=== design 1 ===
Design 1, clock distribution:
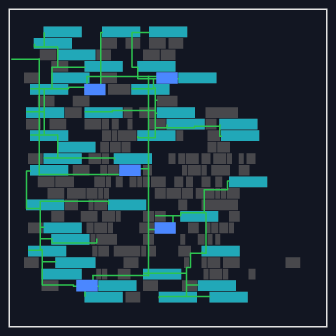

$ cat src/rtl/uart_rx.sv
// 8N1-style UART receiver: 2-flop synchronizer, start/data/stop FSM, one-entry holding register.
// Define UART_RX_MAJORITY_EN for 2-of-3 majority decisions (adds one cycle of decision latency).
module uart_rx #(
    parameter int unsigned DATA_WIDTH = 8,
    parameter int unsigned BAUD_RATE  = 115200,
    parameter int unsigned CLK_FREQ   = 100_000_000
) (
    input  logic                  clk,
    input  logic                  rstn,
    input  logic                  rx_sig,
    output logic [DATA_WIDTH-1:0] data,
    output logic                  valid,
    input  logic                  ready,
    output logic                  frame_err,
    output logic                  overrun
);

    localparam int unsigned PULSE_WIDTH      = CLK_FREQ / BAUD_RATE;
    localparam int unsigned HALF_PULSE_WIDTH = PULSE_WIDTH / 2;
    localparam int unsigned CW = $clog2(PULSE_WIDTH) + 1;
    localparam int unsigned IW = (DATA_WIDTH > 1) ? $clog2(DATA_WIDTH) : 1;

    localparam logic [CW-1:0] BIT_RELOAD  = CW'(PULSE_WIDTH - 1);
    localparam logic [CW-1:0] HALF_RELOAD = CW'(HALF_PULSE_WIDTH - 1);
    localparam logic [IW-1:0] LAST_IDX    = IW'(DATA_WIDTH - 1);

    typedef enum logic [2:0] {
        IDLE  = 3'd0,
        START = 3'd1,
        DATA  = 3'd2,
        STOP  = 3'd3,
        BREAK = 3'd4
    } state_t;

    state_t                state, state_nxt;
    logic                  sync1, rxs, rxs_d;
    logic [CW-1:0]         cnt, cnt_nxt;
    logic [IW-1:0]         idx, idx_nxt;
    logic [DATA_WIDTH-1:0] word, word_nxt;
    logic                  sample_now, decide, bit_val;
    logic                  deliver, ferr;

    always_ff @(posedge clk or negedge rstn) begin
        if (!rstn) begin
            sync1 <= 1'b1;
            rxs   <= 1'b1;
            rxs_d <= 1'b0;
        end else begin
            sync1 <= rx_sig;
            rxs   <= sync1;
            rxs_d <= rxs;
        end
    end

    assign sample_now = (state == START || state == DATA || state == STOP) && (cnt == '0);

`ifdef UART_RX_MAJORITY_EN
    logic rxs_dd, pend;

    // The counter keeps running through the deferred decision cycle, so bit spacing is unchanged.
    always_ff @(posedge clk or negedge rstn) begin
        if (!rstn) begin
            rxs_dd <= 1'b0;
            pend   <= 1'b0;
        end else begin
            rxs_dd <= rxs_d;
            pend   <= sample_now;
        end
    end

    assign decide  = pend;
    assign bit_val = (rxs_dd & rxs_d) | (rxs_dd & rxs) | (rxs_d & rxs);
`else
    assign decide  = sample_now;
    assign bit_val = rxs;
`endif

    always_ff @(posedge clk or negedge rstn) begin
        if (!rstn) begin
            state <= IDLE;
            cnt   <= '0;
            idx   <= '0;
            word  <= '0;
        end else begin
            state <= state_nxt;
            cnt   <= cnt_nxt;
            idx   <= idx_nxt;
            word  <= word_nxt;
        end
    end

    always_comb begin
        state_nxt = state;
        cnt_nxt   = cnt;
        idx_nxt   = idx;
        word_nxt  = word;
        deliver   = 1'b0;
        ferr      = 1'b0;

        if (state == START || state == DATA || state == STOP)
            cnt_nxt = sample_now ? BIT_RELOAD : cnt - CW'(1);

        case (state)
            IDLE: begin
                if (rxs_d && !rxs) begin
                    cnt_nxt   = HALF_RELOAD;
                    state_nxt = START;
                end
            end
            START: begin
                if (decide) begin
                    if (bit_val) begin
                        state_nxt = IDLE;
                    end else begin
                        state_nxt = DATA;
                        idx_nxt   = '0;
                    end
                end
            end
            DATA: begin
                if (decide) begin
                    word_nxt[idx] = bit_val;
                    if (idx == LAST_IDX)
                        state_nxt = STOP;
                    else
                        idx_nxt = idx + IW'(1);
                end
            end
            STOP: begin
                if (decide) begin
                    deliver   = bit_val;
                    ferr      = !bit_val;
                    state_nxt = bit_val ? IDLE : BREAK;
                end
            end
            BREAK: begin
                if (rxs)
                    state_nxt = IDLE;
            end
            default: state_nxt = IDLE;
        endcase
    end

    always_ff @(posedge clk or negedge rstn) begin
        if (!rstn) begin
            data      <= '0;
            valid     <= 1'b0;
            frame_err <= 1'b0;
            overrun   <= 1'b0;
        end else begin
            frame_err <= ferr;
            overrun   <= 1'b0;
            if (deliver) begin
                // A consumer taking the old word this cycle frees the slot for the new one.
                if (!valid || ready) begin
                    data  <= word;
                    valid <= 1'b1;
                end else begin
                    overrun <= 1'b1;
                end
            end else if (valid && ready) begin
                valid <= 1'b0;
            end
        end
    end

endmodule

$ cat config.mk
export PLATFORM = sky130hd
export DESIGN_NAME = uart_rx
export DESIGN_NICKNAME = d
export VERILOG_FILES = /design/src/rtl/uart_rx.sv
export SDC_FILE = /design/constraint.sdc
export NUM_CORES = 1
export LEC_CHECK = 0
export ABC_CLOCK_PERIOD_IN_PS = 2350
export CAP_MARGIN = 20
export CORE_MARGIN = 3
export CORE_UTILIZATION = 40
export CTS_CLUSTER_DIAMETER = 50
export CTS_CLUSTER_SIZE = 16
export DETAILED_ROUTE_END_ITERATION = 8
export GPL_ROUTABILITY_DRIVEN = 0
export PLACE_DENSITY_LB_ADDON = 0.3
export SYNTH_ARGS = -nofsm -noshare
export SYNTH_HDL_FRONTEND = slang
export SYNTH_SLANG_ARGS = --single-unit
$ cat constraint.sdc
create_clock -name clk -period 2.35 [get_ports clk]
set_clock_uncertainty 0.2 [all_clocks]
set_input_delay 0.235 -clock clk [delete_from_list [all_inputs] [get_ports clk]]
set_output_delay 0.235 -clock clk [all_outputs]
set_load 0.03 [all_outputs]
=== design 2 ===
==> config.mk <==
export PLATFORM = sky130hd
export DESIGN_NAME = instr_fetch_unit
export DESIGN_NICKNAME = d
export VERILOG_FILES = /design/src/rtl/rv_core_pkg.sv /design/src/rtl/instr_fetch_unit_fetch_queue.sv /design/src/rtl/instr_fetch_unit.sv
export SDC_FILE = /design/constraint.sdc
export NUM_CORES = 1
export LEC_CHECK = 0
export CAP_MARGIN = 20
export CORE_MARGIN = 2
export CORE_UTILIZATION = 40
export CTS_CLUSTER_DIAMETER = 150
export DETAILED_ROUTE_END_ITERATION = 7
export DONT_BUFFER_PORTS = 1
export HOLD_SLACK_MARGIN = 0.12
export MAX_ROUTING_LAYER = met4
export SKIP_CTS_REPAIR_TIMING = 1
export SYNTH_ARGS = -nofsm -noshare
export SYNTH_HDL_FRONTEND = slang
export SYNTH_SLANG_ARGS = --single-unit
==> constraint.sdc <==
create_clock -name clock -period 12.5 [get_ports clock]
set_clock_uncertainty 0.05 [all_clocks]
set_input_delay 1.25 -clock clock [delete_from_list [all_inputs] [get_ports clock]]
set_output_delay 1.25 -clock clock [all_outputs]
set_load 0.01 [all_outputs]
==> src/rtl/rv_core_pkg.sv <==
// Shared core definitions: architectural width, canonical NOP, fetch tag.
// Latency: none (types and constants only).
// Backpressure: not applicable.
package rv_core_pkg;

   localparam int          XLEN      = 32;
   localparam logic [31:0] INSTR_NOP = 32'h0000_0013;

   // Identity of an outstanding fetch: byte PC it was issued for, plus the
   // epoch it belongs to so returns from before a redirect can be recognised.
   typedef struct packed {
      logic [XLEN-1:0] pc;
      logic            epoch;
   } fetch_tag_t;

   // Byte PCs are always word aligned; low two bits are discarded.
   function automatic logic [XLEN-1:0] align_pc(input logic [XLEN-1:0] raw_pc);
      return {raw_pc[XLEN-1:2], 2'b00};
   endfunction

endpackage

==> src/rtl/instr_fetch_unit_fetch_queue.sv <==
// Small power-of-2 FIFO holding prefetched {instr, pc} entries for decode.
// Latency: a push is visible at the head on the following cycle.
// Backpressure: head holds while pop is low; flush empties it and wins over push.
module fetch_queue #(
   parameter int DEPTH = 2,
   parameter int WIDTH = 64
) (
   input  logic                           clock,
   input  logic                           reset,
   input  logic                           push,
   input  logic [WIDTH-1:0]               push_dat,
   input  logic                           pop,
   input  logic                           flush,
   output logic                           head_vld,
   output logic [WIDTH-1:0]               head_dat,
   output logic [$clog2(DEPTH+1)-1:0]     count
);

   localparam int PW = (DEPTH > 1) ? $clog2(DEPTH) : 1;
   localparam int CW = $clog2(DEPTH+1);

   logic [WIDTH-1:0] store [DEPTH];
   logic [PW-1:0]    rd_ptr;
   logic [PW-1:0]    wr_ptr;
   logic             do_push;
   logic             do_pop;

   // A pop from an empty queue is ignored; a push into a full queue only
   // lands if the head leaves in the same cycle.
   assign do_pop   = pop && (count != '0);
   assign do_push  = push && ((count != CW'(DEPTH)) || do_pop);

   // Head comes straight from storage flops, so nothing downstream of the
   // consumer's ready can reach these outputs.
   assign head_vld = (count != '0);
   assign head_dat = store[rd_ptr];

   // Pointer, occupancy and storage update; flush discards everything.
   always_ff @(posedge clock or posedge reset) begin
      if (reset) begin
         rd_ptr <= '0;
         wr_ptr <= '0;
         count  <= '0;
         for (int i = 0; i < DEPTH; i++) begin
            store[i] <= '0;
         end
      end else if (flush) begin
         rd_ptr <= '0;
         wr_ptr <= '0;
         count  <= '0;
      end else begin
         if (do_push) begin
            store[wr_ptr] <= push_dat;
            wr_ptr        <= wr_ptr + 1'b1;
         end
         if (do_pop) begin
            rd_ptr <= rd_ptr + 1'b1;
         end
         case ({do_push, do_pop})
            2'b10:   count <= count + 1'b1;
            2'b01:   count <= count - 1'b1;
            default: count <= count;
         endcase
      end
   end

endmodule

==> src/rtl/instr_fetch_unit.sv <==
// Fetch stage: issues one word read per cycle and hands {instr, pc} to decode.
// Latency: issue at cycle 0, memory data at 1, instr_valid at 2 (also after redirect+1).
// Backpressure: fetch stops once queued + in-flight words would exceed the queue.
module instr_fetch_unit
   import rv_core_pkg::*;
#(
   parameter int          ADDR_WIDTH  = 16,
   parameter int          DATA_WIDTH  = 32,
   parameter logic [31:0] RESET_PC    = 32'h0,
   parameter int          QUEUE_DEPTH = 2
) (
   input  logic                  clock,
   input  logic                  reset,
   output logic [ADDR_WIDTH-1:0] mem_address,
   input  logic [DATA_WIDTH-1:0] mem_read_data,
   input  logic                  redirect_valid,
   input  logic [31:0]           redirect_pc,
   output logic                  instr_valid,
   input  logic                  instr_ready,
   output logic [DATA_WIDTH-1:0] instr,
   output logic [31:0]           instr_pc
);

   localparam int CW = $clog2(QUEUE_DEPTH+1);

   logic [31:0]            pc;
   logic                   epoch;
   logic                   inflight;
   fetch_tag_t             tag;

   logic [CW-1:0]          q_count;
   logic                   q_head_vld;
   logic [DATA_WIDTH+31:0] q_head_dat;
   logic [DATA_WIDTH+31:0] q_push_dat;
   logic                   pop;
   logic                   issue;
   logic                   ret_ok;
   logic [CW:0]            occupancy;
   logic                   unused_redirect_low;

   // Low bits of the redirect target never matter; words are aligned.
   assign unused_redirect_low = ^redirect_pc[1:0];

   assign mem_address = pc[ADDR_WIDTH+1:2];

   // Decode takes the head this cycle.
   assign pop = q_head_vld && instr_ready;

   // Slots already claimed: queued words plus the read on its way back.
   // A head leaving this cycle frees its slot in time for the next return,
   // which is what lets a two-entry queue stream one word per cycle.
   assign occupancy = {1'b0, q_count} + (CW+1)'(inflight) - (CW+1)'(pop);
   assign issue     = !redirect_valid && (occupancy < (CW+1)'(QUEUE_DEPTH));

   // Keep a returning word only if it was fetched in the current epoch.
   assign ret_ok     = inflight && (tag.epoch == epoch);
   assign q_push_dat = {mem_read_data, tag.pc};

   // PC, epoch and outstanding-read tracking; redirect takes priority over issue.
   always_ff @(posedge clock or posedge reset) begin
      if (reset) begin
         pc       <= RESET_PC;
         epoch    <= 1'b0;
         inflight <= 1'b0;
         tag      <= '0;
      end else if (redirect_valid) begin
         pc       <= align_pc(redirect_pc);
         epoch    <= ~epoch;
         inflight <= 1'b0;
      end else begin
         inflight <= issue;
         if (issue) begin
            tag.pc    <= pc;
            tag.epoch <= epoch;
            pc        <= pc + 32'd4;
         end
      end
   end

   fetch_queue #(
      .DEPTH (QUEUE_DEPTH),
      .WIDTH (DATA_WIDTH + 32)
   ) u_fetch_queue (
      .clock    (clock),
      .reset    (reset),
      .push     (ret_ok),
      .push_dat (q_push_dat),
      .pop      (pop),
      .flush    (redirect_valid),
      .head_vld (q_head_vld),
      .head_dat (q_head_dat),
      .count    (q_count)
   );

   assign instr_valid = q_head_vld;
   assign instr       = q_head_dat[DATA_WIDTH+31:32];
   assign instr_pc    = q_head_dat[31:0];

endmodule

=== design 3 ===
`config.mk`:
```
export PLATFORM = sky130hd
export DESIGN_NAME = pixel_unpacker
export DESIGN_NICKNAME = d
export VERILOG_FILES = /design/src/rtl/pixel_unpacker.sv
export SDC_FILE = /design/constraint.sdc
export NUM_CORES = 1
export LEC_CHECK = 0
export CORE_ASPECT_RATIO = 0.8
export CORE_MARGIN = 2
export CORE_UTILIZATION = 40
export CTS_CLUSTER_SIZE = 8
export DETAILED_ROUTE_END_ITERATION = 7
export DONT_BUFFER_PORTS = 1
export GPL_ROUTABILITY_DRIVEN = 0
export MAX_ROUTING_LAYER = met4
export SLEW_MARGIN = 20
export SYNTH_ARGS = -nofsm -noshare
export SYNTH_HDL_FRONTEND = slang
export SYNTH_SLANG_ARGS = --single-unit
```
`constraint.sdc`:
```
create_clock -name aclk -period 7 [get_ports aclk]
set_input_delay 2.1 -clock aclk [delete_from_list [all_inputs] [get_ports aclk]]
set_output_delay 2.1 -clock aclk [all_outputs]
set_load 0.01 [all_outputs]
```
`src/rtl/pixel_unpacker.sv`:
```
// pixel_unpacker: AXI-Stream receiver that turns the packed 24-bit RGB stream
// (four pixels in three 32-bit words) back into one pixel per handshake. It
// regenerates x/y coordinates and sof/eol flags, checks line/frame framing and
// counts completed frames.
module pixel_unpacker #(
    parameter int X_SIZE  = 640,
    parameter int Y_SIZE  = 480,
    parameter int COORD_W = 16
) (
    input  logic               aclk,
    input  logic               aresetn,
    input  logic [31:0]        in_stream_tdata,
    input  logic [3:0]         in_stream_tkeep,
    input  logic               in_stream_tlast,
    input  logic               in_stream_tuser,
    input  logic               in_stream_tvalid,
    output logic               in_stream_tready,
    output logic [7:0]         pix_r,
    output logic [7:0]         pix_g,
    output logic [7:0]         pix_b,
    output logic [COORD_W-1:0] pix_x,
    output logic [COORD_W-1:0] pix_y,
    output logic               pix_sof,
    output logic               pix_eol,
    output logic               pix_valid,
    input  logic               pix_ready,
    output logic               sof_err,
    output logic               eol_err,
    output logic [15:0]        frame_count
);

    localparam int WPL    = 3 * X_SIZE / 4;
    localparam int WIDX_W = (WPL > 1) ? $clog2(WPL) : 1;

    typedef enum logic {
        HUNT = 1'b0,
        RUN  = 1'b1
    } state_t;

    // Word-side state: framing FSM, unpack phase, leftover bytes and counters.
    state_t              state_q, state_d;
    logic [1:0]          ph_q, ph_d;
    logic                drain_q, drain_d;
    logic                tail_q, tail_d;
    logic [23:0]         carry_q, carry_d;
    logic [WIDX_W-1:0]   wordIdx_q, wordIdx_d;
    logic [COORD_W-1:0]  line_q, line_d;

    // Pixel-side state: coordinates of the next pixel to be emitted.
    logic [COORD_W-1:0]  pixX_q, pixX_d;
    logic [COORD_W-1:0]  pixY_q, pixY_d;

    // Output register stage.
    logic                outValid_q, outValid_d;
    logic [7:0]          outR_q, outR_d;
    logic [7:0]          outG_q, outG_d;
    logic [7:0]          outB_q, outB_d;
    logic [COORD_W-1:0]  outX_q, outX_d;
    logic [COORD_W-1:0]  outY_q, outY_d;
    logic                outSof_q, outSof_d;
    logic                outEol_q, outEol_d;
    logic                sofErr_q, sofErr_d;
    logic                eolErr_q, eolErr_d;
    logic [15:0]         frameCount_q, frameCount_d;

    // Combinational helpers.
    logic                slotFree;
    logic                wordFire;
    logic                frameDone;
    logic                sofHit;
    logic                decodeWord;
    logic                abortLine;
    logic                fromOrigin;
    logic                emit;
    logic [7:0]          emR, emG, emB;
    logic [WIDX_W-1:0]   effIdx;
    logic [COORD_W-1:0]  effLine;
    logic [1:0]          effPh;
    logic [COORD_W-1:0]  baseX, baseY;
    logic                unusedKeep;

    // tkeep carries no information here: every byte of every word is used.
    assign unusedKeep = ^in_stream_tkeep;

    assign slotFree  = !outValid_q || pix_ready;
    // tready stays low while a drain pixel is pending and after the last word
    // of a frame until its final pixel has been taken downstream.
    assign in_stream_tready = aresetn &&
                              ((state_q == HUNT) || (!drain_q && !tail_q && slotFree));
    assign wordFire  = in_stream_tvalid && in_stream_tready;
    assign frameDone = (state_q == RUN) && outValid_q && pix_ready && outEol_q &&
                       (outY_q == COORD_W'(Y_SIZE - 1));

    // Next-state logic: framing checks, unpacking, output loading and frame accounting.
    always_comb begin
        state_d      = state_q;
        ph_d         = ph_q;
        drain_d      = drain_q;
        tail_d       = tail_q;
        carry_d      = carry_q;
        wordIdx_d    = wordIdx_q;
        line_d       = line_q;
        pixX_d       = pixX_q;
        pixY_d       = pixY_q;
        outValid_d   = outValid_q;
        outR_d       = outR_q;
        outG_d       = outG_q;
        outB_d       = outB_q;
        outX_d       = outX_q;
        outY_d       = outY_q;
        outSof_d     = outSof_q;
        outEol_d     = outEol_q;
        sofErr_d     = 1'b0;
        eolErr_d     = 1'b0;
        frameCount_d = frameCount_q;
        sofHit       = 1'b0;
        decodeWord   = 1'b0;
        abortLine    = 1'b0;
        fromOrigin   = 1'b0;
        emit         = 1'b0;
        emR          = 8'h00;
        emG          = 8'h00;
        emB          = 8'h00;
        effIdx       = wordIdx_q;
        effLine      = line_q;
        effPh        = ph_q;
        baseX        = pixX_q;
        baseY        = pixY_q;

        if (slotFree) begin
            outValid_d = 1'b0;
        end

        if (state_q == HUNT) begin
            // A tuser word that finds the output register still occupied is dropped
            // like any other hunted word, so the pending pixel is never overwritten.
            if (wordFire && in_stream_tuser && slotFree) begin
                decodeWord = 1'b1;
                fromOrigin = 1'b1;
                effIdx     = '0;
                effLine    = '0;
                effPh      = 2'd0;
                state_d    = RUN;
            end
        end else begin
            if (drain_q) begin
                if (slotFree) begin
                    emit    = 1'b1;
                    emB     = carry_q[7:0];
                    emG     = carry_q[15:8];
                    emR     = carry_q[23:16];
                    drain_d = 1'b0;
                end
            end else if (wordFire) begin
                sofHit = in_stream_tuser && ((wordIdx_q != '0) || (line_q != '0));
                if (sofHit) begin
                    effIdx     = '0;
                    effLine    = '0;
                    effPh      = 2'd0;
                    fromOrigin = 1'b1;
                end
                sofErr_d = sofHit;
                if (in_stream_tlast != (effIdx == WIDX_W'(WPL - 1))) begin
                    eolErr_d  = 1'b1;
                    abortLine = 1'b1;
                end else begin
                    decodeWord = 1'b1;
                end
            end
        end

        if (decodeWord) begin
            emit = 1'b1;
            case (effPh)
                2'd0: begin
                    emB     = in_stream_tdata[7:0];
                    emG     = in_stream_tdata[15:8];
                    emR     = in_stream_tdata[23:16];
                    carry_d = {16'h0000, in_stream_tdata[31:24]};
                    ph_d    = 2'd1;
                end
                2'd1: begin
                    emB     = carry_q[7:0];
                    emG     = in_stream_tdata[7:0];
                    emR     = in_stream_tdata[15:8];
                    carry_d = {8'h00, in_stream_tdata[31:16]};
                    ph_d    = 2'd2;
                end
                default: begin
                    emB     = carry_q[7:0];
                    emG     = carry_q[15:8];
                    emR     = in_stream_tdata[7:0];
                    carry_d = in_stream_tdata[31:8];
                    ph_d    = 2'd0;
                    drain_d = 1'b1;
                end
            endcase
            if (effIdx == WIDX_W'(WPL - 1)) begin
                wordIdx_d = '0;
                if (effLine == COORD_W'(Y_SIZE - 1)) begin
                    line_d = '0;
                    tail_d = 1'b1;
                end else begin
                    line_d = effLine + 1'b1;
                end
            end else begin
                wordIdx_d = effIdx + 1'b1;
                line_d    = effLine;
            end
        end

        if (emit) begin
            if (fromOrigin) begin
                baseX = '0;
                baseY = '0;
            end
            outValid_d = 1'b1;
            outR_d     = emR;
            outG_d     = emG;
            outB_d     = emB;
            outX_d     = baseX;
            outY_d     = baseY;
            outSof_d   = (baseX == '0) && (baseY == '0);
            outEol_d   = (baseX == COORD_W'(X_SIZE - 1));
            if (baseX == COORD_W'(X_SIZE - 1)) begin
                pixX_d = '0;
                pixY_d = (baseY == COORD_W'(Y_SIZE - 1)) ? '0 : baseY + 1'b1;
            end else begin
                pixX_d = baseX + 1'b1;
                pixY_d = baseY;
            end
        end

        if (frameDone) begin
            frameCount_d = frameCount_q + 1'b1;
        end

        if (abortLine || frameDone) begin
            state_d   = HUNT;
            ph_d      = 2'd0;
            drain_d   = 1'b0;
            tail_d    = 1'b0;
            carry_d   = '0;
            wordIdx_d = '0;
            line_d    = '0;
            pixX_d    = '0;
            pixY_d    = '0;
        end
    end

    // State and output registers with synchronous active-low reset.
    always_ff @(posedge aclk) begin
        if (!aresetn) begin
            state_q      <= HUNT;
            ph_q         <= 2'd0;
            drain_q      <= 1'b0;
            tail_q       <= 1'b0;
            carry_q      <= '0;
            wordIdx_q    <= '0;
            line_q       <= '0;
            pixX_q       <= '0;
            pixY_q       <= '0;
            outValid_q   <= 1'b0;
            outR_q       <= 8'h00;
            outG_q       <= 8'h00;
            outB_q       <= 8'h00;
            outX_q       <= '0;
            outY_q       <= '0;
            outSof_q     <= 1'b0;
            outEol_q     <= 1'b0;
            sofErr_q     <= 1'b0;
            eolErr_q     <= 1'b0;
            frameCount_q <= 16'h0000;
        end else begin
            state_q      <= state_d;
            ph_q         <= ph_d;
            drain_q      <= drain_d;
            tail_q       <= tail_d;
            carry_q      <= carry_d;
            wordIdx_q    <= wordIdx_d;
            line_q       <= line_d;
            pixX_q       <= pixX_d;
            pixY_q       <= pixY_d;
            outValid_q   <= outValid_d;
            outR_q       <= outR_d;
            outG_q       <= outG_d;
            outB_q       <= outB_d;
            outX_q       <= outX_d;
            outY_q       <= outY_d;
            outSof_q     <= outSof_d;
            outEol_q     <= outEol_d;
            sofErr_q     <= sofErr_d;
            eolErr_q     <= eolErr_d;
            frameCount_q <= frameCount_d;
        end
    end

    assign pix_r       = outR_q;
    assign pix_g       = outG_q;
    assign pix_b       = outB_q;
    assign pix_x       = outX_q;
    assign pix_y       = outY_q;
    assign pix_sof     = outSof_q;
    assign pix_eol     = outEol_q;
    assign pix_valid   = outValid_q;
    assign sof_err     = sofErr_q;
    assign eol_err     = eolErr_q;
    assign frame_count = frameCount_q;

endmodule

```
=== design 4 ===
File: src/rtl/eaglesong_sponge_ctrl.sv
// Eaglesong sponge controller: packs message bytes into 32-byte blocks, pads,
// drives an external permutation core and presents the 256-bit digest.
module eaglesong_sponge_ctrl #(
  parameter logic [7:0]  DELIMITER    = 8'h06,
  parameter logic [15:0] PERM_TIMEOUT = 16'd1000
) (
  input  logic              clk,
  input  logic              reset_n,
  input  logic [7:0]        msg_byte,
  input  logic              msg_valid,
  input  logic              msg_last,
  input  logic              msg_empty,
  output logic              msg_ready,
  output logic [15:0][31:0] perm_state_in,
  output logic              perm_start,
  input  logic [15:0][31:0] perm_state_out,
  input  logic              perm_done,
  output logic [255:0]      digest,
  output logic              digest_valid,
  input  logic              digest_ack,
  output logic              error
);

  localparam int unsigned WORD_W     = 32;
  localparam int unsigned RATE_WORDS = 8;
  localparam int unsigned N_WORDS    = 16;
  localparam int unsigned CNT_W      = 5;
  localparam int unsigned WAIT_W     = 16;

  typedef enum logic [2:0] {
    S_IDLE,
    S_COLLECT,
    S_START,
    S_WAIT,
    S_DONE
  } fsm_e;

  fsm_e                                fsm_q, fsm_d;
  logic [N_WORDS-1:0][WORD_W-1:0]      state_q, state_d;
  logic [RATE_WORDS-1:0][WORD_W-1:0]   blk_q, blk_d;
  logic [CNT_W-1:0]                    cnt_q, cnt_d;
  logic                                final_q, final_d;
  logic                                pad_q, pad_d;
  logic [WAIT_W-1:0]                   wait_q, wait_d;
  logic                                ready_q, ready_d;
  logic                                start_q, start_d;
  logic [N_WORDS-1:0][WORD_W-1:0]      pin_q, pin_d;
  logic [255:0]                        digest_q, digest_d;
  logic                                dvalid_q, dvalid_d;
  logic                                error_q, error_d;

  logic                                accept;
  logic                                clr;
  logic [2:0]                          idx;
  logic [WORD_W-1:0]                   word_v;
  logic [RATE_WORDS-1:0][WORD_W-1:0]   pad_blk;

  assign pad_blk = {{(RATE_WORDS-1){32'h0}}, {24'h0, DELIMITER}};

  // State register and registered outputs
  always_ff @(posedge clk) begin
    if (!reset_n) begin
      fsm_q    <= S_IDLE;
      state_q  <= '0;
      blk_q    <= '0;
      cnt_q    <= '0;
      final_q  <= 1'b0;
      pad_q    <= 1'b0;
      wait_q   <= '0;
      ready_q  <= 1'b0;
      start_q  <= 1'b0;
      pin_q    <= '0;
      digest_q <= '0;
      dvalid_q <= 1'b0;
      error_q  <= 1'b0;
    end else begin
      fsm_q    <= fsm_d;
      state_q  <= state_d;
      blk_q    <= blk_d;
      cnt_q    <= cnt_d;
      final_q  <= final_d;
      pad_q    <= pad_d;
      wait_q   <= wait_d;
      ready_q  <= ready_d;
      start_q  <= start_d;
      pin_q    <= pin_d;
      digest_q <= digest_d;
      dvalid_q <= dvalid_d;
      error_q  <= error_d;
    end
  end

  // Next-state logic; outputs are derived from the next state so they are
  // valid in the same cycle the FSM occupies the corresponding state.
  always_comb begin
    fsm_d   = fsm_q;
    state_d = state_q;
    blk_d   = blk_q;
    cnt_d   = cnt_q;
    final_d = final_q;
    pad_d   = pad_q;
    wait_d  = wait_q;
    error_d = error_q;
    clr     = 1'b0;
    accept  = msg_valid & ready_q;
    idx     = cnt_q[4:2];
    word_v  = '0;

    unique case (fsm_q)
      S_IDLE, S_COLLECT: begin
        if (accept) begin
          // Delimiter follows the last byte in the same word unless that word is full
          word_v = {blk_q[idx][23:0], msg_byte};
          if (msg_last && (cnt_q[1:0] != 2'd3)) begin
            word_v = {word_v[23:0], DELIMITER};
          end
          blk_d[idx] = word_v;
          if (msg_last && (cnt_q[1:0] == 2'd3) && (cnt_q != 5'd31)) begin
            blk_d[idx + 3'd1] = {24'h0, DELIMITER};
          end
          cnt_d = cnt_q + 5'd1;
          if (msg_last) begin
            final_d = 1'b1;
            pad_d   = (cnt_q == 5'd31);
            fsm_d   = S_START;
          end else if (cnt_q == 5'd31) begin
            fsm_d = S_START;
          end else begin
            fsm_d = S_COLLECT;
          end
        end else if ((fsm_q == S_IDLE) && ready_q && msg_empty) begin
          blk_d   = pad_blk;
          final_d = 1'b1;
          pad_d   = 1'b0;
          fsm_d   = S_START;
        end
      end
      S_START: begin
        wait_d = '0;
        cnt_d  = '0;
        fsm_d  = S_WAIT;
      end
      S_WAIT: begin
        if ((wait_q >= 16'd2) && perm_done) begin
          state_d = perm_state_out;
          blk_d   = '0;
          if (pad_q) begin
            blk_d = pad_blk;
            pad_d = 1'b0;
            fsm_d = S_START;
          end else if (final_q) begin
            fsm_d = S_DONE;
          end else begin
            fsm_d = S_COLLECT;
          end
        end else if (wait_q == (PERM_TIMEOUT - 16'd1)) begin
          error_d = 1'b1;
          clr     = 1'b1;
          fsm_d   = S_IDLE;
        end else begin
          wait_d = wait_q + 16'd1;
        end
      end
      S_DONE: begin
        if (digest_ack) begin
          clr   = 1'b1;
          fsm_d = S_IDLE;
        end
      end
      default: begin
        clr   = 1'b1;
        fsm_d = S_IDLE;
      end
    endcase

    if (clr) begin
      state_d = '0;
      blk_d   = '0;
      cnt_d   = '0;
      final_d = 1'b0;
      pad_d   = 1'b0;
    end

    ready_d  = (fsm_d == S_IDLE) || (fsm_d == S_COLLECT);
    start_d  = (fsm_d == S_START);
    dvalid_d = (fsm_d == S_DONE);

    pin_d = pin_q;
    if (fsm_d == S_START) begin
      for (int i = 0; i < RATE_WORDS; i++) pin_d[i] = state_d[i] ^ blk_d[i];
      for (int i = RATE_WORDS; i < N_WORDS; i++) pin_d[i] = state_d[i];
    end

    digest_d = digest_q;
    if (fsm_d == S_DONE) begin
      for (int i = 0; i < RATE_WORDS; i++) digest_d[(RATE_WORDS-1-i)*WORD_W +: WORD_W] = state_d[i];
    end
  end

  assign msg_ready     = ready_q;
  assign perm_start    = start_q;
  assign perm_state_in = pin_q;
  assign digest        = digest_q;
  assign digest_valid  = dvalid_q;
  assign error         = error_q;

endmodule
File: config.mk
export PLATFORM = sky130hd
export DESIGN_NAME = eaglesong_sponge_ctrl
export DESIGN_NICKNAME = d
export VERILOG_FILES = /design/src/rtl/eaglesong_sponge_ctrl.sv
export SDC_FILE = /design/constraint.sdc
export NUM_CORES = 2
export LEC_CHECK = 0
export ABC_AREA = 1
export CORE_AREA = 2 2 507 509
export DETAILED_ROUTE_END_ITERATION = 8
export DIE_AREA = 0 0 509 511
export GPL_ROUTABILITY_DRIVEN = 0
export HOLD_SLACK_MARGIN = 0.02
export PLACE_DENSITY = 0.5
export SETUP_SLACK_MARGIN = 0.05
export SLEW_MARGIN = 20
export SYNTH_ARGS = -nofsm -noshare
export SYNTH_HDL_FRONTEND = slang
export SYNTH_SLANG_ARGS = --single-unit
export TNS_END_PERCENT = 10
File: constraint.sdc
create_clock -name clk -period 3.3 [get_ports clk]
set_clock_uncertainty 0.1 [all_clocks]
set_input_delay 0.825 -clock clk [delete_from_list [all_inputs] [get_ports clk]]
set_output_delay 0.825 -clock clk [all_outputs]
set_load 0.01 [all_outputs]
Design 3, gate-type map:
Bar = 50 µm.
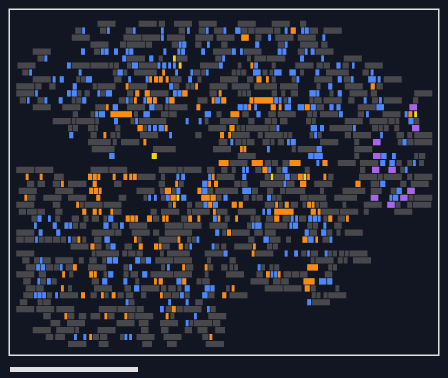
inv cells: marked yellow, cells 7. xor and xnor cells: marked purple, cells 10, where right middle. nand cells: marked blue, cells 262, where spread over the die. nor cells: marked orange, cells 149.

==> notes.md, design 3 <==
flow finished, numbers: most frequent cells in the layout=dfxtp_1, nand2_1, nand3_1, a21oi_1, nor2_1, initial DRC count=839, largest net degree at the start of global routing=80, FILL cells=2114, core area=20800 µm², pins over their slew limit=0, busiest grt layer=met1, WL/cell=19.1 µm, Leakage=3.02 nW, max reg flops=24, area delta synth->final=7.77%, total CTS buffers=17, failing checks=DRC, drt drc=6, outcome=complete, but fails checks, dominant logic cell type in the layout=dfxtp_1
[design 3: worst max-delay path, stage by stage]
cell	delay [ns]
nand2b_1	0.12
buf_4	0.16
and3_1	0.24
o211ai_4	0.36
inv_4	0.16
nor2_4	0.49
nand2_1	0.15
inv_1	0.10
ha_1	0.19
nand3_1	0.24
nor3_1	0.36
nand3_1	0.14
o211ai_1	0.49
buf_4	0.25
nor2_1	0.11
a31oi_1	0.23
a311oi_1	0.06
[design 3: cell type report]
class | count | share of cell area
repair buffers | 18 | 0.0147
clock inverters | 12 | 0.0144
multi-input cells | 803 | 0.528
flip-flops and latches | 163 | 0.355
clock buffers | 19 | 0.0482
inverters | 7 | 0.00313
well taps | 269 | 0.0366
[design 3: logic make-up (layout without fill, tap and decap cells)]
kind of cell / after synthesis / count (layout)
AOI/OAI and AO/OA: 277 / 277
xor gates and xnor gates: 10 / 10
adders and majority gates: 5 / 5
buffers and inverters: 95 / 56
DFF: 163 / 163
muxes: 18 / 18
and+or+nand+nor: 493 / 493
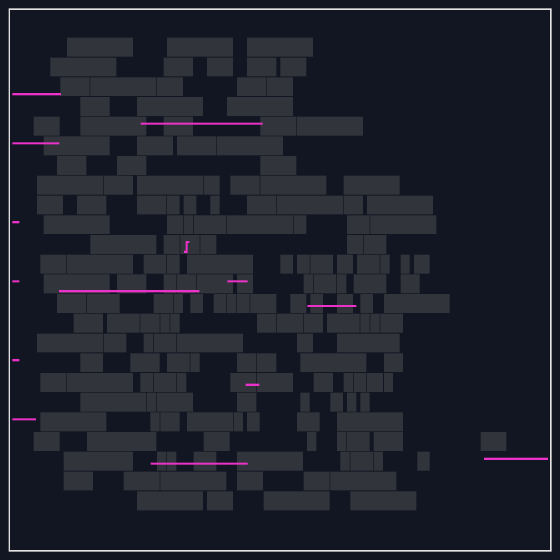
Design 1: met3 routing
The layer carries 87.4 µm of wire. The layer holds 2.5% of the routed length.

About 'clock distribution' of design 1:
clock drivers: marked blue, count 5. flip-flops: marked cyan, count 39. clock wires: marked green, length 502 µm.
There are 6 routed clock nets.

==> notes.md, design 1 <==
flow finished, numbers: Placed Area=2060 µm², outcome=finished, final reports clean, worst r2r path cells=6, Post-Syn Area=1880 µm², P_clk=0.502 mW, crit start category=flip-flop, Basic Gates by Area=0.221, area delta synth->final=16.1%, worst-case clock buffer depth=2, syn avg cell area=11.8 µm², busiest grt layer=met2, Clk pwr share=0.283, port buffer count=14, Mux cell area share=0.108, CP delay by family, top=simple AND/OR/NAND/NOR gates
## design 1: cells in the mapped netlist (all sizes together)
cell type / number
dfrtp: 37
mux2: 18
nor2: 16
nand2: 11
nor4: 8
nand3: 5
nor3: 5
xor2: 5
a21oi: 4
and3: 4
buf: 4
ha: 4
o21ai: 4
a22o: 3
nand4: 3
xnor2: 3
clkbuf: 2
dfstp: 2
inv: 2
nor4b: 2
a32oi: 1
and2b: 1
and3b: 1
and4: 1
nand2b: 1
nand3b: 1
nor3b: 1
o21a: 1
o21ba: 1
o21bai: 1
o311ai: 1
o31ai: 1
or2: 1
or2b: 1
or3: 1
or3b: 1
or4: 1
## design 1: registers in the layout, indices dropped and copies added (netlist names)
name and count:
data 8, idx 3, state 3, frame_err 1
cnt 11, word 8, sync1 1, rxs_d 1
bit_val 1, valid 1, overrun 1
## design 1: layout make-up
class | count | area [µm²] | area share
Tap cell | 52 | 65.1 | 0.0299
Sequential cell | 39 | 978 | 0.449
Multi-Input combinational cell | 112 | 856 | 0.393
Clock buffer | 7 | 96.3 | 0.0442
Inverter | 2 | 7.51 | 0.00345
Clock inverter | 1 | 7.51 | 0.00345
Timing Repair Buffer | 18 | 168 | 0.0770
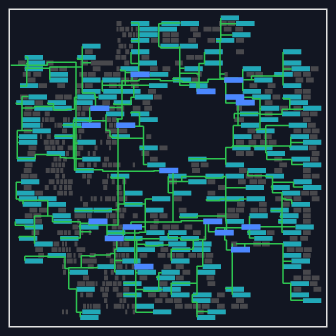
Design 2: clock distribution
clock wires: marked green, length 2310 µm. clock drivers: marked blue, count 17. flip-flops: marked cyan, count 191.
Position of the flops: spread over the die.

==> notes.md, design 2 <==
flow finished, numbers: area delta synth->final=8.17%, Cells after Synth=666, die width=152 µm, ys flops=191, top cell type by total area after synthesis=dfrtp_1, Pre-Place Util=0.404, Most used DFF post-synth=dfrtp_1, WL/cell=20.1 µm, Placed Area=8890 µm², crit start category=primary input, GRT Overall Usage=0.168, Critical Path AT=4.30 ns, Hold Crit Class=reg2reg, number of enable flip-flop cells=0, xor/xnor share=0.0170, commonest cells in the netlist=mux2_2, dfrtp_1, nand2_1, nand3_1, o21ai_0, Post-Syn Area=8760 µm², final hold violation count=0, routed via count=5145, Util after Layout=0.437, drt drc=0, layout cells sized above 1=0.391, syn avg cell area=13.2 µm², aoi share=0.0427, Placement Setup Slack=7.95 ns, Mux cell area share=0.280, Sw Share=0.318, most frequent cells in the layout=mux2_2, dfrtp_1, nand2_1, o21ai_0, nand3_1, WS Path Type=in2reg, Comb. pwr=0.756 mW, Hold EP=u_fetch_queue.store[17]$_DFFE_PP0P_, outcome=finished, final reports clean, vias in the first global route=5458, pins over their slew limit=0, Basic Gates by Area=0.0718, die area=23100 µm², worst setup path end=q_push_dat[16]$_DFFE_PP0P_, register area=4780 µm²
[design 2: area by class of cell]
| type | instances | share of cell area |
|---|---|---|
| timing repair buffer | 5 | 0.00396 |
| multi-input combinational | 413 | 0.388 |
| clock inverter | 9 | 0.0144 |
| tap | 280 | 0.0370 |
| clock buffer | 22 | 0.0479 |
| inverter | 10 | 0.00475 |
| sequential | 191 | 0.504 |
[design 2: critical path: cells and delay by family]
family                   cells  cell delay (ns)
adder cells (fa/ha/maj)      2             0.69
XOR/XNOR                     1             0.46
AND-OR/OR-AND                1             0.21
buffers and inverters        1             0.04
multiplexers                 1             0.42
AND/OR/NAND/NOR              3             1.21
[design 2: sequential cells by signal (all words and copies together) (netlist names)]
name                  count
u_fetch_queue.store     124
pc                       30
q_push_dat               30
u_fetch_queue.count       2
epoch                     1
inflight                  1
tag                       1
u_fetch_queue.rd_ptr      1
u_fetch_queue.wr_ptr      1
[design 2: metal layers]
metal / track usage / vias to the layer above / routed length [µm]
met1: 0.192 / 2648 / 7850
met4: 0.0441 / 0 / 244
met5: - / - / 0
li1: - / 2349 / -
met3: 0.0713 / 15 / 1380
met2: 0.275 / 133 / 9220
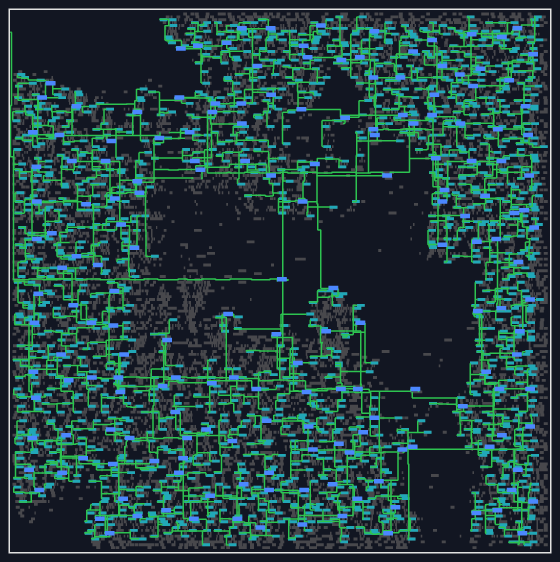
Design 4: clock distribution
clock drivers: marked blue, count 183. flip-flops: marked cyan, count 1566. clock wires: marked green, length 23.7 mm.
Position of the flops: spread over the die. There are 184 routed clock nets.

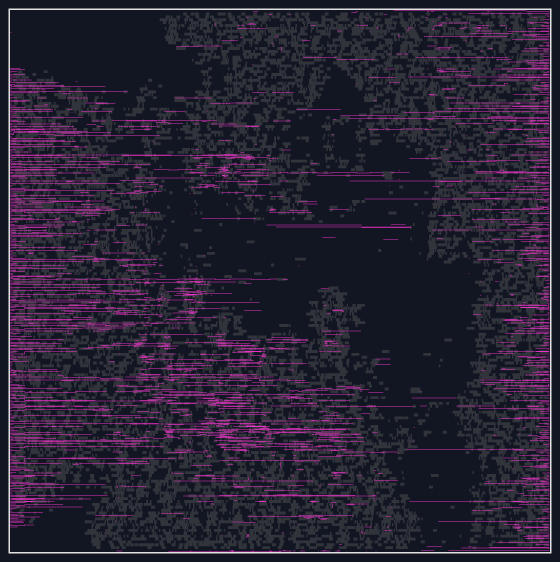
Design 4: met3 routing
The wires run mostly horizontal. The longest straight run is 190 µm. The layer holds 9.0% of the routed length. The layer carries 30.9 mm of wire. 1306 nets have wire on it.

==> notes.md, design 4 <==
flow finished, numbers: Pre-Place Util=0.266, mi-comb count=6983, signal buffers share of area=0.202, worst-path maximum fanout=17, number of cells on the worst hold path=2, Synth Net Count=10900, nets@finish=12400, die area=260000 µm², Worst-path clk slew=0.06 ns, clk sink count=1566, Worst-Margin Slew=1.06 ns, xor/xnor share=0.000387, WL/cell=22.1 µm, WS Path Type=reg2reg, Post-Syn Area=68000 µm², r2r setup slk=0.15 ns, Post-Route Setup TNS=0 ns, Sw Share=0.284, initial DRC count=5670, worst setup path end=perm_state_in[62]$_SDFFE_PN0N_, worst r2r path cells=15, Root Buffer=clkbuf_16, Leading cell kind=registers, Slew HR=0.296, outcome=finished, final reports clean, slowest CP cell=dfxtp_1, flop share of the area=0.329, Hold WS=0.353 ns, P_clk=21.1 mW, Hold Crit Class=reg2reg, Basic Gates by Area=0.312, fraction of area in clock buffers and inverters=0.0649, VDD IR max=0.519 mV, MI comb area=29600 µm², worst-case clock buffer depth=3, sequential power=19.1 mW, Final period util=0.954, TritonCTS clock tree=built, I/O pin count=1299, CP Data Required Time=3.90 ns, die width=509 µm, global route total overflow=0
==> design 4: per-layer routing <==
layer | global-route usage | vias up | share of wire
li1 | - | 35300 | -
met1 | 0.297 | 33700 | 0.40
met2 | 0.409 | 2688 | 0.46
met3 | 0.0796 | 638 | 0.091
met4 | 0.117 | 38 | 0.052
met5 | 0 | - | 0.00074
==> design 4: layout by cell type (no fill, tap or decap), drive strengths merged <==
cell type,n
or2,2
a211oi,1
dfxtp,1566
clkinvlp,9
nor2,1073
nor4,1
nand3b,2
clkdlybuf4s50,1297
diode,30
nand4,21
o21ai,138
inv,1211
a31oi,11
nand2,3433
buf,610
clkinv,43
clkbuf,266
o211ai,1
o21a,1
nand3,782
ha,5
xor2,3
a21oi,1476
nor3,33
bufinv,13
==> design 4: worst max-delay path: cells and delay by family (launching register included) <==
family                 cells  cell delay (ns)
and+or+nand+nor           11             1.63
buffers and inverters      3             0.71
DFF                        1             0.51
AOI/OAI and AO/OA          1             0.06


## Gallery

Cells by drive strength.
picture 1
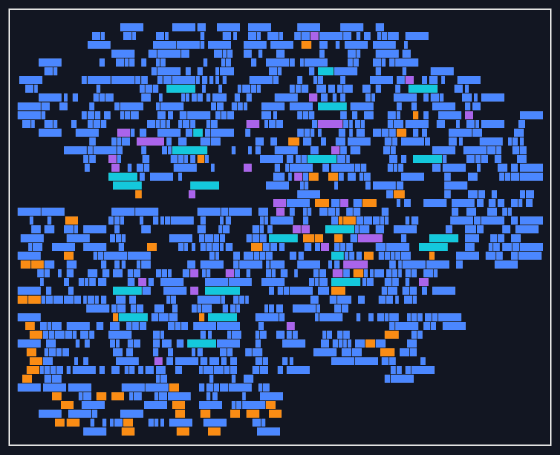
picture 2
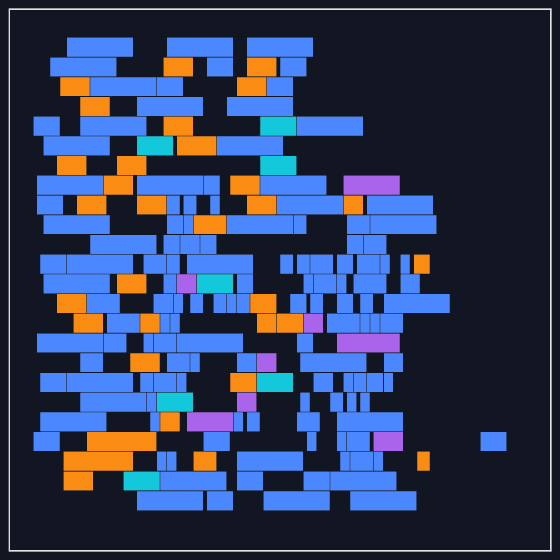
picture 3
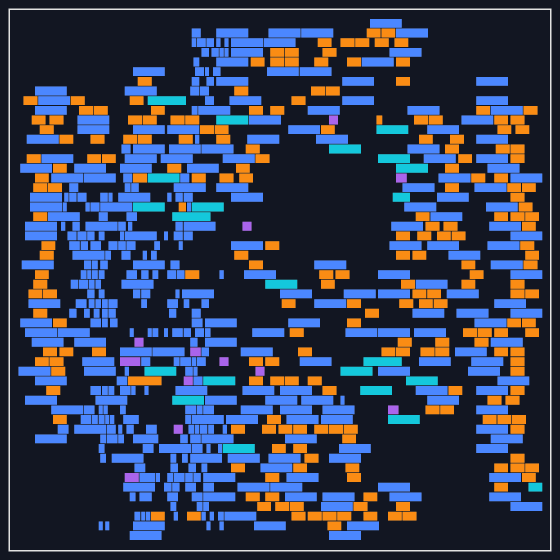
Picture 2 comes from design 1.
Picture 1 comes from design 3.
Picture 3 comes from design 2.


==> layout pictures side by side <==
Routing congestion.
image #1
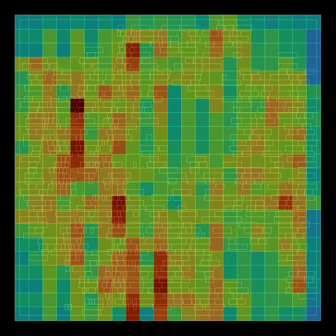
image #2
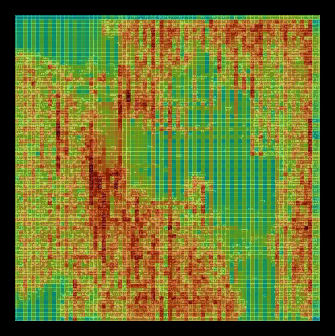
image #3
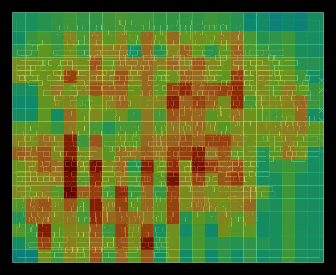
image #4
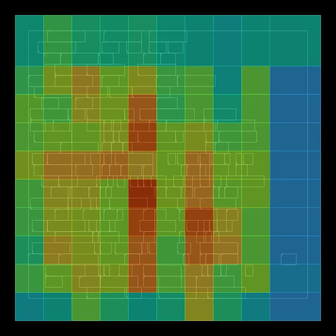
Image #2 is design 4.
Image #4 is design 1.
Image #1 is design 2.
Image #3 is design 3.

Power and IR drop assume default switching activity.
